######## block 1 ########
Figure 1. Met2 routing (block 1).
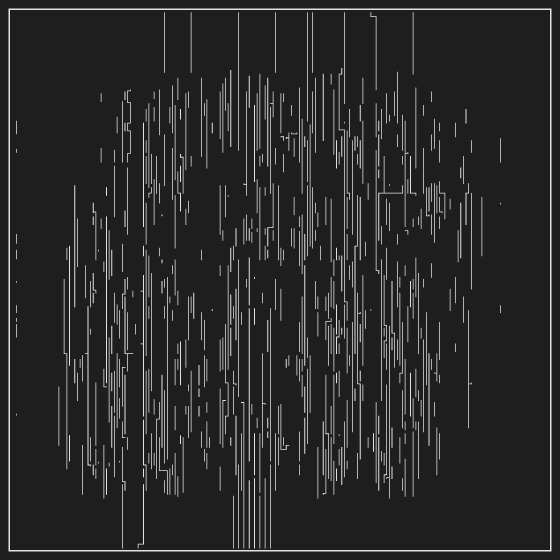

--- src/rtl/buf_spi_drain_pkg.sv ---
// rtl/buf_spi_drain_pkg.sv - shared widths and FSM encoding for the buffer SPI drain
package buf_spi_drain_pkg;

  localparam int FSMC_WIDTH     = 8;
  localparam int SPI_WIDHT      = 8;
  localparam int DATA_READ_RAZR = 9;
  localparam int LENTH_BUFER    = 1 << DATA_READ_RAZR;

  typedef enum logic [2:0] {
    ST_IDLE   = 3'd0,
    ST_SWAP   = 3'd1,
    ST_FETCH  = 3'd2,
    ST_LOAD   = 3'd3,
    ST_SHIFT  = 3'd4,
    ST_FINISH = 3'd5
  } drain_state_t;

endpackage

--- src/rtl/buf_spi_drain_spi_tx_shift.sv ---
// rtl/buf_spi_drain_spi_tx_shift.sv - SPI mode-0 SCK divider, bit counter and shifter with holding-register reload
module spi_tx_shift
  import buf_spi_drain_pkg::*;
#(
  parameter int DATA_W  = SPI_WIDHT,
  parameter int CLK_DIV = 4
) (
  input  logic              CLK2,
  input  logic              RESET,
  input  logic              load,
  input  logic [DATA_W-1:0] load_data,
  input  logic [DATA_W-1:0] hold_data,
  input  logic              more,
  output logic              SCK,
  output logic              MOSI,
  output logic              reload,
  output logic              last_fall
);

  localparam int DIV_W = (CLK_DIV > 1) ? $clog2(CLK_DIV) : 1;
  localparam int BIT_W = (DATA_W > 1) ? $clog2(DATA_W) : 1;

  logic [DIV_W-1:0]  div_cnt;
  logic [BIT_W-1:0]  bit_cnt;
  logic [DATA_W-1:0] shreg;
  logic              active;
  logic              half_end;
  logic              fall;
  logic              last_bit;

  // A falling SCK edge on the last bit either chains the next byte or ends the frame
  assign half_end  = active && (div_cnt == DIV_W'(CLK_DIV - 1));
  assign fall      = half_end && SCK;
  assign last_bit  = (bit_cnt == BIT_W'(DATA_W - 1));
  assign reload    = fall && last_bit && more;
  assign last_fall = fall && last_bit && !more;

  // SCK half-period divider; MOSI only moves on the falling edge so it is stable at every rise
  always_ff @(posedge CLK2 or posedge RESET) begin
    if (RESET) begin
      div_cnt <= '0;
      bit_cnt <= '0;
      shreg   <= '0;
      active  <= 1'b0;
      SCK     <= 1'b0;
      MOSI    <= 1'b0;
    end else if (load) begin
      shreg   <= load_data;
      MOSI    <= load_data[DATA_W-1];
      active  <= 1'b1;
      div_cnt <= '0;
      bit_cnt <= '0;
      SCK     <= 1'b0;
    end else if (active) begin
      if (half_end) begin
        div_cnt <= '0;
        SCK     <= ~SCK;
        if (SCK) begin
          if (!last_bit) begin
            shreg   <= {shreg[DATA_W-2:0], 1'b0};
            MOSI    <= shreg[DATA_W-2];
            bit_cnt <= bit_cnt + BIT_W'(1);
          end else if (more) begin
            shreg   <= hold_data;
            MOSI    <= hold_data[DATA_W-1];
            bit_cnt <= '0;
          end else begin
            active  <= 1'b0;
            MOSI    <= 1'b0;
            bit_cnt <= '0;
          end
        end
      end else begin
        div_cnt <= div_cnt + DIV_W'(1);
      end
    end
  end

endmodule

--- src/rtl/buf_spi_drain.sv ---
// rtl/buf_spi_drain.sv - drains one ping-pong buffer bank as a single SPI mode-0 master frame
module buf_spi_drain
  import buf_spi_drain_pkg::*;
#(
  parameter int DATA_W  = FSMC_WIDTH,
  parameter int ADDR_W  = DATA_READ_RAZR,
  parameter int CLK_DIV = 4
) (
  input  logic              CLK2,
  input  logic              RESET,
  input  logic              START,
  input  logic [ADDR_W-1:0] LENGTH,
  output logic [ADDR_W-1:0] NUMB_BYTE_OUT,
  input  logic [DATA_W-1:0] DATA_OUT,
  output logic              BUFER_CHANGE,
  output logic              SCK,
  output logic              MOSI,
  output logic              CS_N,
  output logic              BUSY,
  output logic              DONE
);

  drain_state_t      state;
  logic [ADDR_W-1:0] len_r;
  logic [ADDR_W-1:0] byte_idx;
  logic [DATA_W-1:0] hold_r;
  logic [1:0]        cap_pipe;
  logic              fetch_cnt;
  logic [ADDR_W:0]   byte_next;
  logic [ADDR_W:0]   addr_next;
  logic              more;
  logic              addr_adv;
  logic              issue_addr;
  logic              tx_load;
  logic              reload;
  logic              last_fall;

  // Widened compares so a LENGTH at the top of the address range cannot wrap
  assign byte_next  = {1'b0, byte_idx} + (ADDR_W + 1)'(1);
  assign addr_next  = {1'b0, NUMB_BYTE_OUT} + (ADDR_W + 1)'(1);
  assign more       = byte_next < {1'b0, len_r};
  assign addr_adv   = addr_next < {1'b0, len_r};
  assign tx_load    = (state == ST_LOAD);
  assign issue_addr = addr_adv && (tx_load || ((state == ST_SHIFT) && reload));

  spi_tx_shift #(
    .DATA_W  (DATA_W),
    .CLK_DIV (CLK_DIV)
  ) u_shift (
    .CLK2      (CLK2),
    .RESET     (RESET),
    .load      (tx_load),
    .load_data (DATA_OUT),
    .hold_data (hold_r),
    .more      (more),
    .SCK       (SCK),
    .MOSI      (MOSI),
    .reload    (reload),
    .last_fall (last_fall)
  );

  // Frame FSM: bank swap, read-latency wait, first load, then prefetch one byte ahead until the last bit
  always_ff @(posedge CLK2 or posedge RESET) begin
    if (RESET) begin
      state         <= ST_IDLE;
      len_r         <= '0;
      byte_idx      <= '0;
      hold_r        <= '0;
      cap_pipe      <= '0;
      fetch_cnt     <= 1'b0;
      NUMB_BYTE_OUT <= '0;
      BUFER_CHANGE  <= 1'b0;
      CS_N          <= 1'b1;
      BUSY          <= 1'b0;
      DONE          <= 1'b0;
    end else begin
      DONE     <= 1'b0;
      cap_pipe <= {cap_pipe[0], issue_addr};
      if (cap_pipe[1]) begin
        hold_r <= DATA_OUT;
      end
      if (issue_addr) begin
        NUMB_BYTE_OUT <= addr_next[ADDR_W-1:0];
      end
      case (state)
        ST_IDLE: begin
          if (START) begin
            len_r <= LENGTH;
            BUSY  <= 1'b1;
            state <= ST_SWAP;
          end
        end
        ST_SWAP: begin
          BUFER_CHANGE  <= ~BUFER_CHANGE;
          NUMB_BYTE_OUT <= '0;
          fetch_cnt     <= 1'b0;
          state         <= (len_r == '0) ? ST_FINISH : ST_FETCH;
        end
        ST_FETCH: begin
          fetch_cnt <= 1'b1;
          if (fetch_cnt) begin
            state <= ST_LOAD;
          end
        end
        ST_LOAD: begin
          CS_N     <= 1'b0;
          byte_idx <= '0;
          state    <= ST_SHIFT;
        end
        ST_SHIFT: begin
          if (reload) begin
            byte_idx <= byte_next[ADDR_W-1:0];
          end
          if (last_fall) begin
            state <= ST_FINISH;
          end
        end
        ST_FINISH: begin
          CS_N  <= 1'b1;
          DONE  <= 1'b1;
          BUSY  <= 1'b0;
          state <= ST_IDLE;
        end
        default: state <= ST_IDLE;
      endcase
    end
  end

endmodule

--- config.mk ---
export PLATFORM = sky130hd
export DESIGN_NAME = buf_spi_drain
export DESIGN_NICKNAME = d
export VERILOG_FILES = /design/src/rtl/buf_spi_drain_pkg.sv /design/src/rtl/buf_spi_drain_spi_tx_shift.sv /design/src/rtl/buf_spi_drain.sv
export SDC_FILE = /design/constraint.sdc
export NUM_CORES = 1
export LEC_CHECK = 0
export ABC_AREA = 0
export ABC_CLOCK_PERIOD_IN_PS = 8800
export CAP_MARGIN = 20
export CORE_MARGIN = 8
export CORE_UTILIZATION = 55
export CTS_CLUSTER_SIZE = 28
export DETAILED_ROUTE_END_ITERATION = 7
export HOLD_SLACK_MARGIN = 0.03
export PLACE_DENSITY_LB_ADDON = 0.12
export SYNTH_ARGS = -nofsm -noshare
export SYNTH_HDL_FRONTEND = slang
export SYNTH_SLANG_ARGS = --single-unit
--- constraint.sdc ---
create_clock -name CLK2 -period 8.8 [get_ports CLK2]
set_clock_uncertainty 0.15 [all_clocks]
set_input_delay 1.76 -clock CLK2 [delete_from_list [all_inputs] [get_ports CLK2]]
set_output_delay 1.76 -clock CLK2 [all_outputs]
set_load 0.005 [all_outputs]
######## block 2 ########
<file path="src/rtl/bios_loader.sv">
// bios_loader: copies WORDS words from the BIOS ROM into RAM at DEST_BASE,
// holding the CPU in reset until the copy has finished.
// Optional feature: define BIOS_LOADER_CHECKSUM_EN to build a 32-bit
// wrap-around sum of every accepted write; otherwise checksum is tied to 0.
module bios_loader #(
  parameter logic [31:0] DEST_BASE = 32'h0000_0000,
  parameter int unsigned WORDS     = 128
) (
  input  logic        clk,
  input  logic        rst,
  input  logic        start,
  output logic [6:0]  rom_addr,
  input  logic [47:0] rom_data,
  output logic [31:0] mem_addr,
  output logic [31:0] mem_wdata,
  output logic        mem_we,
  input  logic        mem_ready,
  output logic        busy,
  output logic        done,
  output logic        cpu_rst,
  output logic [31:0] checksum
);

  localparam int unsigned IDX_W  = 7;
  localparam int unsigned DATA_W = 32;
  localparam int unsigned ADDR_W = 32;
  localparam logic [IDX_W-1:0] LAST_IDX = IDX_W'(WORDS - 1);

  typedef enum logic [2:0] {
    ST_IDLE,
    ST_FETCH,
    ST_LATCH,
    ST_WRITE,
    ST_DONE
  } state_e;

  state_e              state_q, state_d;
  logic [IDX_W-1:0]    idx_q, idx_d;
  logic [IDX_W-1:0]    rom_addr_q, rom_addr_d;
  logic [ADDR_W-1:0]   mem_addr_q, mem_addr_d;
  logic [DATA_W-1:0]   mem_wdata_q, mem_wdata_d;
  logic                mem_we_q, mem_we_d;
  logic                busy_q, busy_d;
  logic                done_q, done_d;
  logic                cpu_rst_q, cpu_rst_d;

  // The upper ROM bits carry no payload.
  logic unused_rom_hi;
  assign unused_rom_hi = ^rom_data[47:32];

  // State and registered outputs.
  always_ff @(posedge clk or posedge rst) begin
    if (rst) begin
      state_q     <= ST_IDLE;
      idx_q       <= '0;
      rom_addr_q  <= '0;
      mem_addr_q  <= DEST_BASE;
      mem_wdata_q <= '0;
      mem_we_q    <= 1'b0;
      busy_q      <= 1'b0;
      done_q      <= 1'b0;
      cpu_rst_q   <= 1'b1;
    end else begin
      state_q     <= state_d;
      idx_q       <= idx_d;
      rom_addr_q  <= rom_addr_d;
      mem_addr_q  <= mem_addr_d;
      mem_wdata_q <= mem_wdata_d;
      mem_we_q    <= mem_we_d;
      busy_q      <= busy_d;
      done_q      <= done_d;
      cpu_rst_q   <= cpu_rst_d;
    end
  end

  // Next-state logic; outputs are derived from the next state so they are
  // registered alongside it.
  always_comb begin
    state_d     = state_q;
    idx_d       = idx_q;
    rom_addr_d  = rom_addr_q;
    mem_addr_d  = mem_addr_q;
    mem_wdata_d = mem_wdata_q;

    case (state_q)
      ST_IDLE, ST_DONE: begin
        if (start) begin
          idx_d      = '0;
          rom_addr_d = '0;
          state_d    = ST_FETCH;
        end
      end
      ST_FETCH: begin
        state_d = ST_LATCH;
      end
      ST_LATCH: begin
        mem_wdata_d = rom_data[DATA_W-1:0];
        mem_addr_d  = DEST_BASE + ADDR_W'({idx_q, 2'b00});
        state_d     = ST_WRITE;
      end
      ST_WRITE: begin
        if (mem_ready) begin
          idx_d = idx_q + IDX_W'(1);
          if (idx_q == LAST_IDX) begin
            state_d = ST_DONE;
          end else begin
            rom_addr_d = idx_q + IDX_W'(1);
            state_d    = ST_FETCH;
          end
        end
      end
      default: begin
        state_d = ST_IDLE;
      end
    endcase

    mem_we_d  = (state_d == ST_WRITE);
    busy_d    = (state_d == ST_FETCH) || (state_d == ST_LATCH) ||
                (state_d == ST_WRITE);
    done_d    = (state_d == ST_DONE);
    cpu_rst_d = (state_d != ST_DONE);
  end

  assign rom_addr  = rom_addr_q;
  assign mem_addr  = mem_addr_q;
  assign mem_wdata = mem_wdata_q;
  assign mem_we    = mem_we_q;
  assign busy      = busy_q;
  assign done      = done_q;
  assign cpu_rst   = cpu_rst_q;

`ifdef BIOS_LOADER_CHECKSUM_EN
  logic [DATA_W-1:0] sum_q, sum_d;

  // Accumulate each accepted write; a new start clears the sum.
  always_comb begin
    sum_d = sum_q;
    if (((state_q == ST_IDLE) || (state_q == ST_DONE)) && start) begin
      sum_d = '0;
    end else if ((state_q == ST_WRITE) && mem_ready) begin
      sum_d = sum_q + mem_wdata_q;
    end
  end

  // Checksum accumulator register.
  always_ff @(posedge clk or posedge rst) begin
    if (rst) begin
      sum_q <= '0;
    end else begin
      sum_q <= sum_d;
    end
  end

  assign checksum = sum_q;
`else
  assign checksum = '0;
`endif

endmodule

</file>
<file path="config.mk">
export PLATFORM = sky130hd
export DESIGN_NAME = bios_loader
export DESIGN_NICKNAME = d
export VERILOG_FILES = /design/src/rtl/bios_loader.sv
export SDC_FILE = /design/constraint.sdc
export NUM_CORES = 1
export LEC_CHECK = 0
export CAP_MARGIN = 20
export CORE_MARGIN = 3
export CORE_UTILIZATION = 31
export DETAILED_ROUTE_END_ITERATION = 16
export PLACE_DENSITY = 0.66
export SYNTH_ARGS = -nofsm -noshare
export SYNTH_HDL_FRONTEND = slang
export SYNTH_SLANG_ARGS = --single-unit
</file>
<file path="constraint.sdc">
create_clock -name clk -period 2.2 [get_ports clk]
set_input_delay 0.44 -clock clk [delete_from_list [all_inputs] [get_ports clk]]
set_output_delay 0.44 -clock clk [all_outputs]
set_load 0.01 [all_outputs]
</file>
######## block 3 ########
==> config.mk <==
export PLATFORM = sky130hd
export DESIGN_NAME = midi_parser
export DESIGN_NICKNAME = d
export VERILOG_FILES = /design/src/rtl/midi_parser.sv
export SDC_FILE = /design/constraint.sdc
export NUM_CORES = 1
export LEC_CHECK = 0
export CORE_MARGIN = 1.5
export CORE_UTILIZATION = 45
export CTS_BUF_LIST = sky130_fd_sc_hd__clkbuf_8
export DETAILED_ROUTE_END_ITERATION = 7
export PLACE_DENSITY = 0.72
export SLEW_MARGIN = 5
export SYNTH_ARGS = -nofsm -noshare
export SYNTH_HDL_FRONTEND = slang
export SYNTH_SLANG_ARGS = --single-unit
export TNS_END_PERCENT = 1
==> constraint.sdc <==
create_clock -name CLK -period 2 [get_ports CLK]
set_clock_uncertainty 0.15 [all_clocks]
set_input_delay 0.2 -clock CLK [delete_from_list [all_inputs] [get_ports CLK]]
set_output_delay 0.2 -clock CLK [all_outputs]
set_load 0.1 [all_outputs]
==> src/rtl/midi_parser.sv <==
// MIDI byte-stream parser. It decodes Note On/Note Off events from a received
// byte stream, drives the LEDs with the currently held note, and flags data
// bytes that arrive with no usable status.
// Optional feature: define MIDI_RUNNING_STATUS_EN to keep the status across
// completed messages, so that further data pairs produce further events.
module midi_parser #(
    parameter logic [3:0] LISTEN_CH = 4'h0,
    parameter logic       OMNI      = 1'b1
) (
    input  logic       CLK,
    input  logic       RESET,
    input  logic [7:0] BYTE_IN,
    input  logic       BYTE_VALID,
    output logic       MSG_VALID,
    output logic       NOTE_ON,
    output logic [3:0] CHANNEL,
    output logic [6:0] NOTE,
    output logic [6:0] VELOCITY,
    output logic [7:0] LED,
    output logic       ERROR
);

    typedef enum logic [1:0] {
        IDLE    = 2'd0,
        WAIT_D1 = 2'd1,
        WAIT_D2 = 2'd2,
        SKIP    = 2'd3
    } state_t;

    state_t     state;
    state_t     state_next;

    // Running status: only note messages are ever latched here. "Invalid"
    // is represented by the IDLE state, so no separate valid flag is kept.
    logic       rs_is_on;
    logic [3:0] rs_channel;

    logic [1:0] skip_len;
    logic [1:0] skip_cnt;
    logic [6:0] note_hold;

    logic       is_realtime;
    logic       is_status;
    logic       is_note_status;
    logic       note_accept;
    logic [6:0] data_in;
    logic       event_on;

    logic       rs_load;
    logic       rs_clear;
    logic       skip_load;
    logic [1:0] skip_len_new;
    logic       skip_dec;
    logic       skip_reload;
    logic       latch_note;
    logic       fire_event;
    logic       set_error;

    assign is_realtime    = (BYTE_IN[7:3] == 5'b11111);
    assign is_status      = BYTE_IN[7];
    assign is_note_status = (BYTE_IN[7:5] == 3'b100);
    assign note_accept    = OMNI || (BYTE_IN[3:0] == LISTEN_CH);
    assign data_in        = BYTE_IN[6:0];
    assign event_on       = rs_is_on && (data_in != 7'd0);

    // State register.
    always_ff @(posedge CLK) begin
        if (RESET) begin
            state <= IDLE;
        end else begin
            state <= state_next;
        end
    end

    // Byte classification and next-state decode; real-time bytes fall through untouched.
    always_comb begin
        state_next   = state;
        rs_load      = 1'b0;
        rs_clear     = 1'b0;
        skip_load    = 1'b0;
        skip_len_new = 2'd2;
        skip_dec     = 1'b0;
        skip_reload  = 1'b0;
        latch_note   = 1'b0;
        fire_event   = 1'b0;
        set_error    = 1'b0;
        if (BYTE_VALID && !is_realtime) begin
            if (is_status) begin
                if (is_note_status && note_accept) begin
                    rs_load    = 1'b1;
                    state_next = WAIT_D1;
                end else if (BYTE_IN < 8'hF0) begin
                    rs_clear     = 1'b1;
                    skip_load    = 1'b1;
                    skip_len_new = (BYTE_IN[7:5] == 3'b110) ? 2'd1 : 2'd2;
                    state_next   = SKIP;
                end else begin
                    rs_clear   = 1'b1;
                    state_next = IDLE;
                end
            end else begin
                case (state)
                    IDLE: begin
                        set_error = 1'b1;
                    end
                    WAIT_D1: begin
                        latch_note = 1'b1;
                        state_next = WAIT_D2;
                    end
                    WAIT_D2: begin
                        fire_event = 1'b1;
`ifdef MIDI_RUNNING_STATUS_EN
                        state_next = WAIT_D1;
`else
                        rs_clear   = 1'b1;
                        state_next = IDLE;
`endif
                    end
                    SKIP: begin
                        if (skip_cnt == 2'd1) begin
`ifdef MIDI_RUNNING_STATUS_EN
                            skip_reload = 1'b1;
                            state_next  = SKIP;
`else
                            state_next  = IDLE;
`endif
                        end else begin
                            skip_dec = 1'b1;
                        end
                    end
                    default: begin
                        state_next = IDLE;
                    end
                endcase
            end
        end
    end

    // Datapath: running status, skip counter, event outputs, LED and sticky error.
    always_ff @(posedge CLK) begin
        if (RESET) begin
            rs_is_on   <= 1'b0;
            rs_channel <= 4'd0;
            skip_len   <= 2'd2;
            skip_cnt   <= 2'd2;
            note_hold  <= 7'd0;
            MSG_VALID  <= 1'b0;
            NOTE_ON    <= 1'b0;
            CHANNEL    <= 4'd0;
            NOTE       <= 7'd0;
            VELOCITY   <= 7'd0;
            LED        <= 8'h00;
            ERROR      <= 1'b0;
        end else begin
            MSG_VALID <= fire_event;

            if (rs_load) begin
                rs_is_on   <= BYTE_IN[4];
                rs_channel <= BYTE_IN[3:0];
            end else if (rs_clear) begin
                rs_is_on   <= 1'b0;
                rs_channel <= 4'd0;
            end

            if (skip_load) begin
                skip_len <= skip_len_new;
                skip_cnt <= skip_len_new;
            end else if (skip_reload) begin
                skip_cnt <= skip_len;
            end else if (skip_dec) begin
                skip_cnt <= skip_cnt - 2'd1;
            end

            if (latch_note) begin
                note_hold <= data_in;
            end

            if (set_error) begin
                ERROR <= 1'b1;
            end

            if (fire_event) begin
                NOTE_ON  <= event_on;
                CHANNEL  <= rs_channel;
                NOTE     <= note_hold;
                VELOCITY <= data_in;
                if (event_on) begin
                    LED <= {1'b1, note_hold};
                end else if (LED[7] && (LED[6:0] == note_hold)) begin
                    LED <= 8'h00;
                end
            end
        end
    end

endmodule

######## block 4 ########
[config.mk]
export PLATFORM = sky130hd
export DESIGN_NAME = alarm_ctrl
export DESIGN_NICKNAME = d
export VERILOG_FILES = /design/src/rtl/alarm_ctrl.sv
export SDC_FILE = /design/constraint.sdc
export NUM_CORES = 1
export LEC_CHECK = 0
export CELL_PAD_IN_SITES_DETAIL_PLACEMENT = 0
export CELL_PAD_IN_SITES_GLOBAL_PLACEMENT = 1
export CORE_MARGIN = 1
export CORE_UTILIZATION = 38
export CTS_BUF_LIST = sky130_fd_sc_hd__clkbuf_8
export DETAILED_ROUTE_END_ITERATION = 16
export PLACE_DENSITY = 0.91
export SLEW_MARGIN = 20
export SYNTH_ARGS = -nofsm -noshare
export SYNTH_HDL_FRONTEND = slang
export SYNTH_SLANG_ARGS = --single-unit
[constraint.sdc]
create_clock -name clk -period 2.7 [get_ports clk]
set_input_delay 0.27 -clock clk [delete_from_list [all_inputs] [get_ports clk]]
set_output_delay 0.27 -clock clk [all_outputs]
set_load 0.05 [all_outputs]
[src/rtl/alarm_ctrl.sv]
// alarm_ctrl: compares the BCD wall-clock time with a stored alarm time and
// sequences the alarm through ring, snooze and timeout.
module alarm_ctrl #(
  parameter int unsigned RING_SEC   = 60,
  parameter int unsigned SNOOZE_MIN = 5,
  parameter int unsigned MAX_SNOOZE = 3
) (
  input  logic       clk,
  input  logic       rstn,
  input  logic       sec_tick,
  input  logic [3:0] hourdec_now,
  input  logic [3:0] hourone_now,
  input  logic [3:0] mindec_now,
  input  logic [3:0] minone_now,
  input  logic       alarm_en,
  input  logic       set_valid,
  input  logic [3:0] hourdec_set,
  input  logic [3:0] hourone_set,
  input  logic [3:0] mindec_set,
  input  logic [3:0] minone_set,
  input  logic       snooze,
  input  logic       stop,
  output logic       ring,
  output logic       snoozing,
  output logic [1:0] snooze_cnt,
  output logic       set_err,
  output logic [3:0] alarm_hd,
  output logic [3:0] alarm_ho,
  output logic [3:0] alarm_md,
  output logic [3:0] alarm_mo
);

  localparam int unsigned SNZ_LEN = SNOOZE_MIN * 60;
  localparam int unsigned RW      = $clog2(RING_SEC + 1);
  localparam int unsigned SW      = $clog2(SNZ_LEN + 1);

  localparam logic [RW-1:0] RING_LOAD = RW'(RING_SEC);
  localparam logic [SW-1:0] SNZ_LOAD  = SW'(SNZ_LEN);
  localparam logic [1:0]    MAX_CNT   = 2'(MAX_SNOOZE);

  localparam logic [1:0] IDLE   = 2'd0;
  localparam logic [1:0] RING   = 2'd1;
  localparam logic [1:0] SNOOZE = 2'd2;

  logic [1:0]    state, state_nxt;
  logic [RW-1:0] ring_ctr, ring_ctr_nxt;
  logic [SW-1:0] snz_ctr, snz_ctr_nxt;
  logic [1:0]    cnt_nxt;
  logic          match, match_q, trig, set_ok;

  // Time comparison, edge detection of minute entry, and set-digit validation
  always_comb begin
    match  = (hourdec_now == alarm_hd) && (hourone_now == alarm_ho) &&
             (mindec_now  == alarm_md) && (minone_now  == alarm_mo);
    trig   = match & ~match_q & alarm_en;
    set_ok = (hourdec_set <= 4'd2) && (hourone_set <= 4'd9) &&
             (mindec_set  <= 4'd5) && (minone_set  <= 4'd9) &&
             !((hourdec_set == 4'd2) && (hourone_set > 4'd3));
  end

  // Next-state and counter logic, priority-ordered from disarm downwards
  always_comb begin
    state_nxt    = state;
    ring_ctr_nxt = ring_ctr;
    snz_ctr_nxt  = snz_ctr;
    cnt_nxt      = snooze_cnt;
    if (!alarm_en) begin
      state_nxt = IDLE;
    end else if (set_valid && (state != IDLE)) begin
      state_nxt = IDLE;
    end else begin
      case (state)
        IDLE: begin
          if (trig) begin
            state_nxt    = RING;
            ring_ctr_nxt = RING_LOAD;
          end
        end
        RING: begin
          if (stop) begin
            state_nxt = IDLE;
          end else if (snooze && (snooze_cnt < MAX_CNT)) begin
            state_nxt   = SNOOZE;
            snz_ctr_nxt = SNZ_LOAD;
            cnt_nxt     = snooze_cnt + 2'd1;
          end else if (sec_tick) begin
            // An exhausted snooze press falls through here, so the tick still counts
            if (ring_ctr == RW'(1)) state_nxt = IDLE;
            if (ring_ctr != '0)     ring_ctr_nxt = ring_ctr - RW'(1);
          end
        end
        SNOOZE: begin
          if (stop) begin
            state_nxt = IDLE;
          end else if (sec_tick) begin
            if (snz_ctr != '0) snz_ctr_nxt = snz_ctr - SW'(1);
            if (snz_ctr == SW'(1)) begin
              state_nxt    = RING;
              ring_ctr_nxt = RING_LOAD;
            end
          end
        end
        default: state_nxt = IDLE;
      endcase
    end
    if ((state_nxt == IDLE) && (state != IDLE)) cnt_nxt = '0;
  end

  // State, counters, registered output decodes and alarm digit storage
  always_ff @(posedge clk or negedge rstn) begin
    if (!rstn) begin
      state      <= IDLE;
      ring_ctr   <= '0;
      snz_ctr    <= '0;
      snooze_cnt <= '0;
      ring       <= 1'b0;
      snoozing   <= 1'b0;
      set_err    <= 1'b0;
      match_q    <= 1'b1;
      alarm_hd   <= '0;
      alarm_ho   <= '0;
      alarm_md   <= '0;
      alarm_mo   <= '0;
    end else begin
      state      <= state_nxt;
      ring_ctr   <= ring_ctr_nxt;
      snz_ctr    <= snz_ctr_nxt;
      snooze_cnt <= cnt_nxt;
      ring       <= (state_nxt == RING);
      snoozing   <= (state_nxt == SNOOZE);
      set_err    <= set_valid & ~set_ok;
      match_q    <= match;
      if (set_valid && set_ok) begin
        alarm_hd <= hourdec_set;
        alarm_ho <= hourone_set;
        alarm_md <= mindec_set;
        alarm_mo <= minone_set;
      end
    end
  end

endmodule


==> layout pictures side by side <==
Met2 routing.
(a)
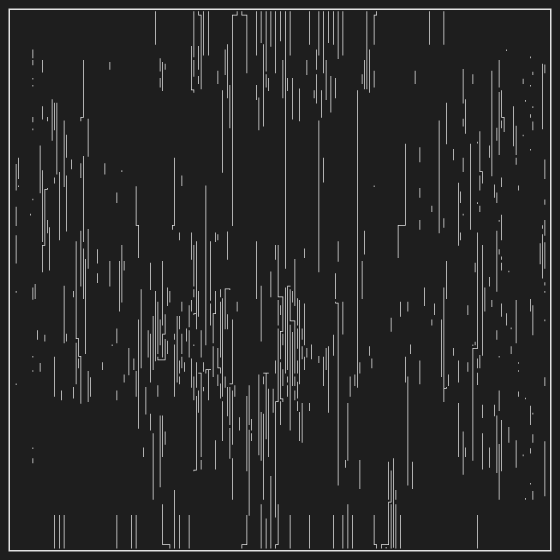
(b)
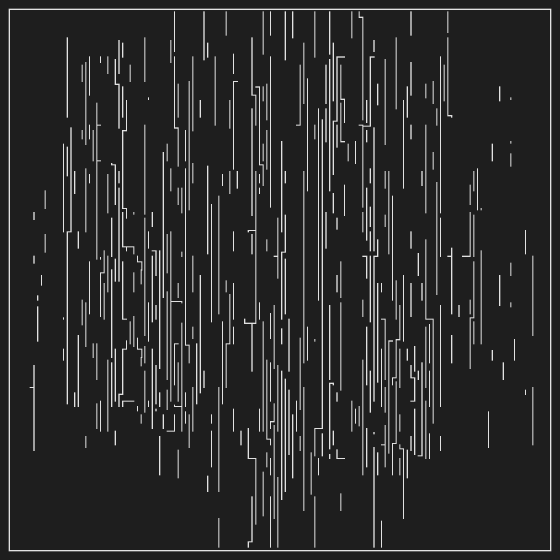
(c)
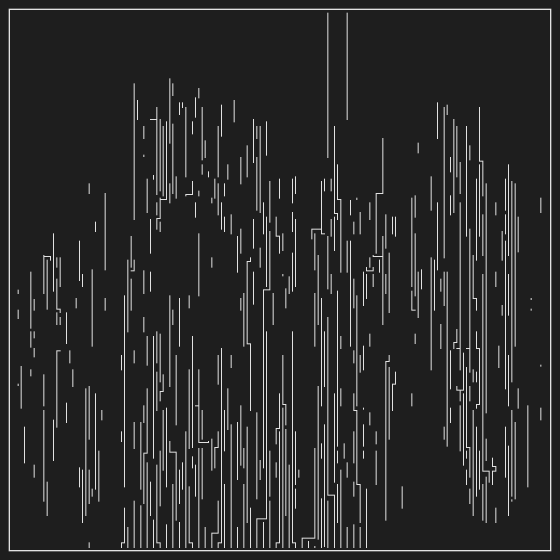
(b) is block 3.
(a) is block 2.
(c) is block 4.

Figure 2. The clock network (block 3).
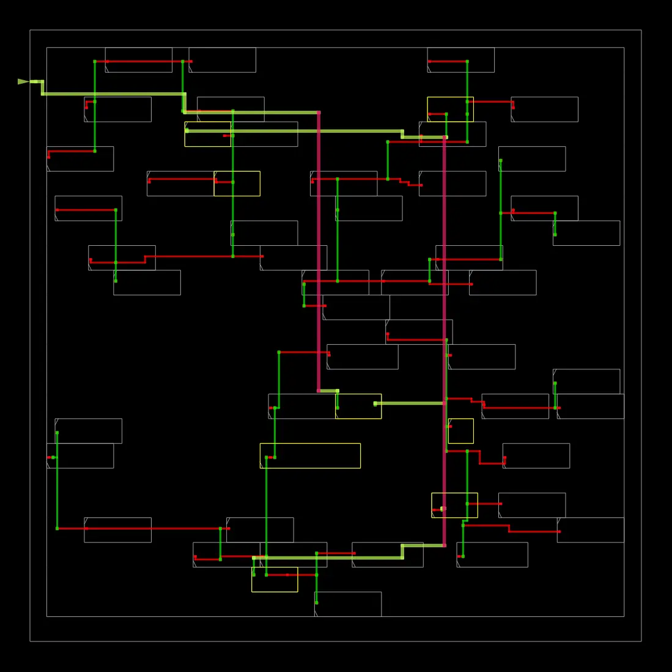
number of buffers added by the clock tree synthesis step: 5
Flops: 45
clk pwr: 0.720 mW
number of clock sinks: 45
clock latency reported for the late side of the worst-skew pair: 0.31 ns

==> impl_metrics.yaml, block 3 <==
# flow metrics
status:
  status: "complete, no violations"
drt:
  route.detailed.vias_per_inst: 5.26
  dr_wl_met3_um: 264
  postRouteAntennaNets: 0
pwr:
  sw_frac_of_total: 0.242
clocking:
  clk_pin_slew_worst_paths_ns: 0.09
run:
  openroad.warnings: 26
placed_design:
  finalWeightedCongestion: 0.956
  placed_cell_area_mm2: 0.00237
  dp.cells: 313
grt:
  globalRouteMet2Util: 0.318
synth:
  syn-instance-count: 215
  edf_count: 0
  seq_area_frac_synth: 0.486
critical_path:
  critPathTopFamily: "simple AND/OR/NAND/NOR gates"
  crit_type: "primary input to flip-flop"
sta:
  postLayoutSetupSlackWorst_ns: 0.276
final_layout:
  nNetsFinal: 282
floorplan:
  row_count: 23
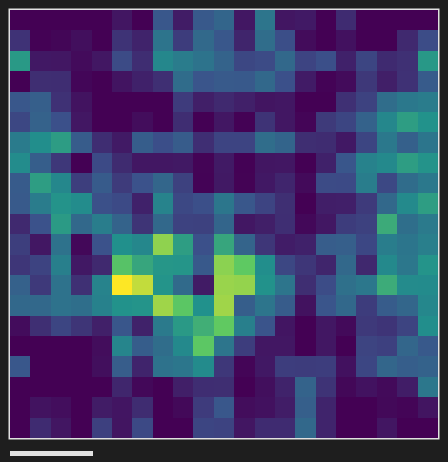
Figure 3: block 2, wiring heat map.
Bar = 20 µm. 21 x 21 tiles, from dark purple (low) to yellow (high), scaled to the fullest tile. Values are wire area over tile area, all layers added.
nearly empty tiles	16%
mean over tiles	0.091
tiles over half the peak	8.6%
fullest tile	0.42

Figure 4. Met3 routing (block 2).
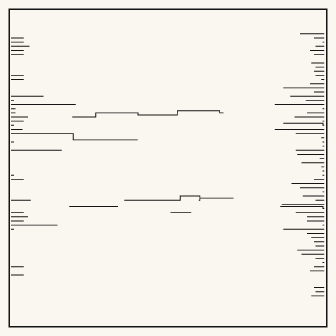
main direction	horizontal
share of all routed wire	10%

==> impl_metrics.yaml, block 2 <==
# flow metrics
final_layout:
  fin_util: 0.436
  nNetsFinal: 384
  non_filler_cells_in_the_finished_layout: 462
  clock_tree_area_fraction: 0.0470
  layout_top_cell_excl_fill_tap: "clkdlybuf4s50_1"
  seq_area_mm2: 0.00150
  seqAreaFraction: 0.384
  comb_share: 0.292
synth:
  top_area_cell: "dfrtp_1"
  synth_cell_types: 40
  yosys-stat-area_mm2: 0.00294
  synth.area.top_cells: "dfrtp_1, mux2_2, buf_4, o21ai_0, nand3_1"
  seq_area_frac_synth: 0.512
  edf_count: 0
  synthesis.yosys.warnings: 0
critical_path:
  critical_path.cell_chain: "clkdlybuf4s50_1"
  critPathTopFamily: "buffers and inverters"
  worstPathRequired_ns: 1.76
  buffers_and_inverters_on_the_worst_path: 1
min_path:
  hold_class: "primary input to async pin"
sta:
  finalHoldViolCount: 0
  fin_crit_ns: 1.84
floorplan:
  row_count: 34
  placeableCoreArea_mm2: 0.00898
status:
  status: "complete, no violations"
placed_design:
  dp.cells: 446
  finalWeightedCongestion: 0.804
  dpl_hpwl_mm: 4.31
pwr:
  clockPowerShare: 0.197
  totalPowerFinal_mw: 4.84
run:
  timing.max_cap.violations: 0
drt:
  postRouteWirelength_mm: 5.94
  avgRoutedWirePerCell_um: 12.9
grt:
  grtUsageTotal: 0.110
clocking:
  cts_hold_buf: 0
  clock_insertion_delay_worst_skew_ns: 0.33
Figure 5. The clock network (block 1).
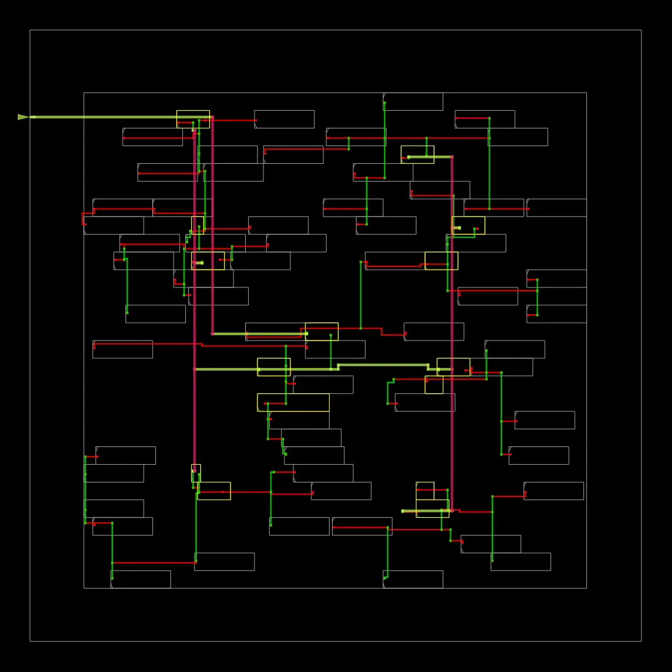
clk pwr: 0.247 mW
number of buffers added by the clock tree synthesis step: 9

Figure 6. Signal wires on met4 (block 1).
Bar = 20 µm. Supply wires on this layer in grey.
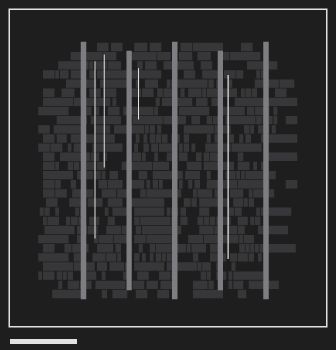
main direction	vertical
wire length on this layer	155 µm
longest straight run	54.4 µm

Notes on Figure 1 above:
share of all routed wire	48%
longest straight run	31.6 µm
wire length on this layer	3320 µm
nets with wire on the layer	352

==> impl_metrics.yaml, block 1 <==
# flow metrics
status:
  status: "complete, no violations"
critical_path:
  r2r_setup_slk_ns: 5.55
  r2r-start: "byte_idx[0]"
  critical_path.cell_chain: "clkdlybuf4s50_1"
  critical-path-slowest-cell: "clkdlybuf4s50_1"
  buffers_and_inverters_on_the_worst_path: 1
  critical-path-max-stage-delay_ns: 0.57
grt:
  met1_usage: 0.223
  globalRouteMet2Util: 0.265
  grtUsageTotal: 0.173
  via_count_of_the_first_global_routing_pass: 2521
  top_usage_layer: "met2"
run:
  openroad.warnings: 26
  timing.max_cap.violations: 0
synth:
  post_synth_main_logic_family: "simple AND/OR/NAND/NOR gates"
  top_area_cell: "dfrtp_1"
  postSynthRegisterBits: 60
  yosys.cell_count.top_type: "dfrtp_1"
  synth.cell_area_mm2: 0.00334
  syn-instance-count: 334
  seq_area_frac_synth: 0.449
drt:
  route.detailed.vias_per_inst: 5.55
  total_routed_wire_length_on_the_met1_layer_mm: 3.23
  postRouteAntennaNets: 0
  route.met2.wl_mm: 3.32
  dr_wl_met3_um: 213
  violation_count_after_the_first_detailed_route_iteration: 117
floorplan:
  chipHeight_um: 94.0
  row_count: 28
  fp.dieW_um: 94.0
min_path:
  whs_endpoint: "cap_pipe[1]"
  hold_class: "flip-flop to flip-flop"
clocking:
  clock_insertion_delay_worst_skew_ns: 0.35
  cts_hold_buf: 0
  htree_levels: 3
sta:
  finalHoldViolCount: 0
  worst_hold_slack_ns: 0.207
  timing.slew.headroom: 0.382
pwr:
  totalPowerFinal_mw: 1.06
  largestPowerGroup: "registers"
  seq_power_share: 0.416
  sw_frac_of_total: 0.354
  power.combinational.fraction: 0.349
  netSwitchingPower_mw: 0.373
final_layout:
  comb_share: 0.438
  design.seq.count: 60
  syn_to_final_growth_pct: 17.2
Figure 7. Metal 1 (block 4).
Supply wires on this layer in grey.
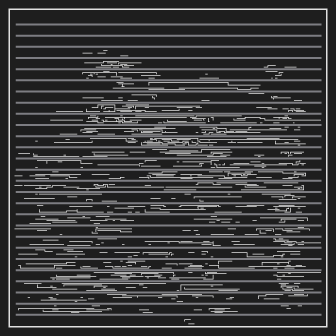
nets with wire on the layer	269
share of all routed wire	45%
wire length on this layer	2240 µm
longest straight run	25.3 µm

Figure 8. Met3 routing (block 4).
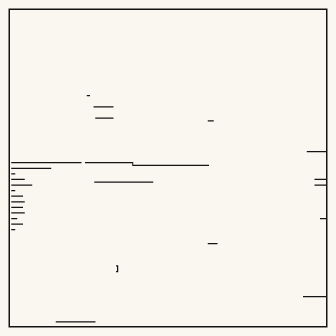
longest straight run	18.4 µm
nets with wire on the layer	23
share of all routed wire	2.7%
main direction	horizontal

==> impl_metrics.yaml, block 4 <==
# flow metrics
status:
  status: "complete, no violations"
critical_path:
  worst_ep_arrival_time_ns: 2.30
  cp.depth: 6
  worst_setup_path_startpoint: "mindec_set[2]"
  buffers_and_inverters_on_the_worst_path: 2
  worstReg2RegEnd: "snz_ctr[7]"
  critical_path.startpoint_type: "primary input"
  r2r-start: "snooze_cnt[0]"
  crit_path_end_kind: "flip-flop"
  critical-path-max-stage-delay_ns: 0.46
  r2r_setup_slk_ns: 0.63
  r2r.worst_path.cells: 6
  maximum_fanout_along_the_worst_path: 10
clocking:
  cts.repair_timing.setup_buffer_count: 0
  cts_tree: "done"
  number_of_buffers_added_by_the_clock_tree_synthesis_step: 5
  htree_levels: 2
sta:
  final.setup_skew_ns: 0.00401
  fin_crit_ns: 2.12
  sum_of_negative_setup_slack_ns: 0
  grt_setup_unrepaired: "false"
synth:
  netlist_top_cells_count: "dfrtp_1, xnor2_1, mux2_2, nand2_1, nor3_1"
  edf_count: 0
  average_footprint_of_a_synthesized_cell_um2: 11.1
  post_synth_main_logic_family: "simple AND/OR/NAND/NOR gates"
  top_area_cell: "dfrtp_1"
  dominantRegCellSynth: "dfrtp_1"
  synth.cell_area_mm2: 0.00214
  fp_nets: 237
  yosys-stat-area_mm2: 0.00214
  synth_largest_type_area_fraction: 0.445
  synth_simple_gate_area_share: 0.216
  synth_compound_gate_area_share: 0.0955
  synthesis.yosys.warnings: 0
  postSynthRegisterBits: 39
  synthXorXnorAreaFrac: 0.0943
drt:
  detailroute.via_count: 1686
  postRouteAntennaNets: 0
  dr_wl_met3_um: 134
  top_layer_used: "met4"
  route.met2.wl_mm: 2.50
placed_design:
  post-place-ws_ns: 0.257
  dpl_hpwl_mm: 3.80
final_layout:
  multi_input_comb_area_mm2: 0.00111
  layout_top_registers: "snz_ctr (9), ring_ctr (6)"
  comb_share: 0.383
  multi_input_comb_cells: 143
  clock_tree_area_fraction: 0.0359
  seqAreaFraction: 0.337
  non_filler_cells_in_the_finished_layout: 327
  fill_cells: 467
  layout_top_cell_excl_fill_tap: "clkdlybuf4s50_1"
  design.seq.count: 39
  clock_buffer_count: 7
grt:
  met1_usage: 0.225
  global_route.overflow_total: 0
  grt_antenna_before_repair: 0
  largest_net_degree_at_the_start_of_global_routing: 40
  wire_length_of_the_first_global_routing_pass_mm: 8.49
  top_usage_layer: "met2"
floorplan:
  placeableCoreArea_mm2: 0.00527
  chipHeight_um: 77.0
  die-area_mm2: 0.00592
pwr:
  power.combinational.fraction: 0.271
  power_density_mw_per_mm2: 527


==> notes/layouts.md <==
Pictures saved along the way, in no particular order.

Metal 1.
Supply wires on this layer in grey.
picture 1
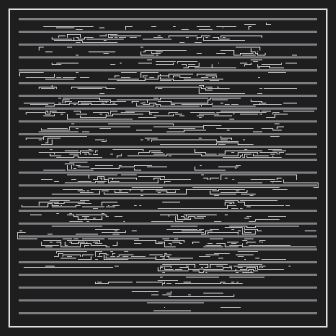
picture 2
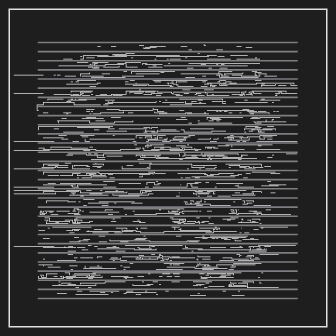
picture 3
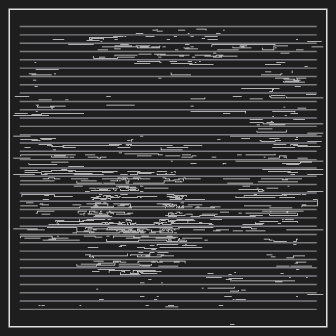
- block 2 = picture 3
- block 3 = picture 1
- block 1 = picture 2

Key to picture 3:
nets with wire on the layer	271
longest straight run	29.9 µm
share of all routed wire	42%
wire length on this layer	2520 µm

Power is estimated from default activity; no workload was simulated.
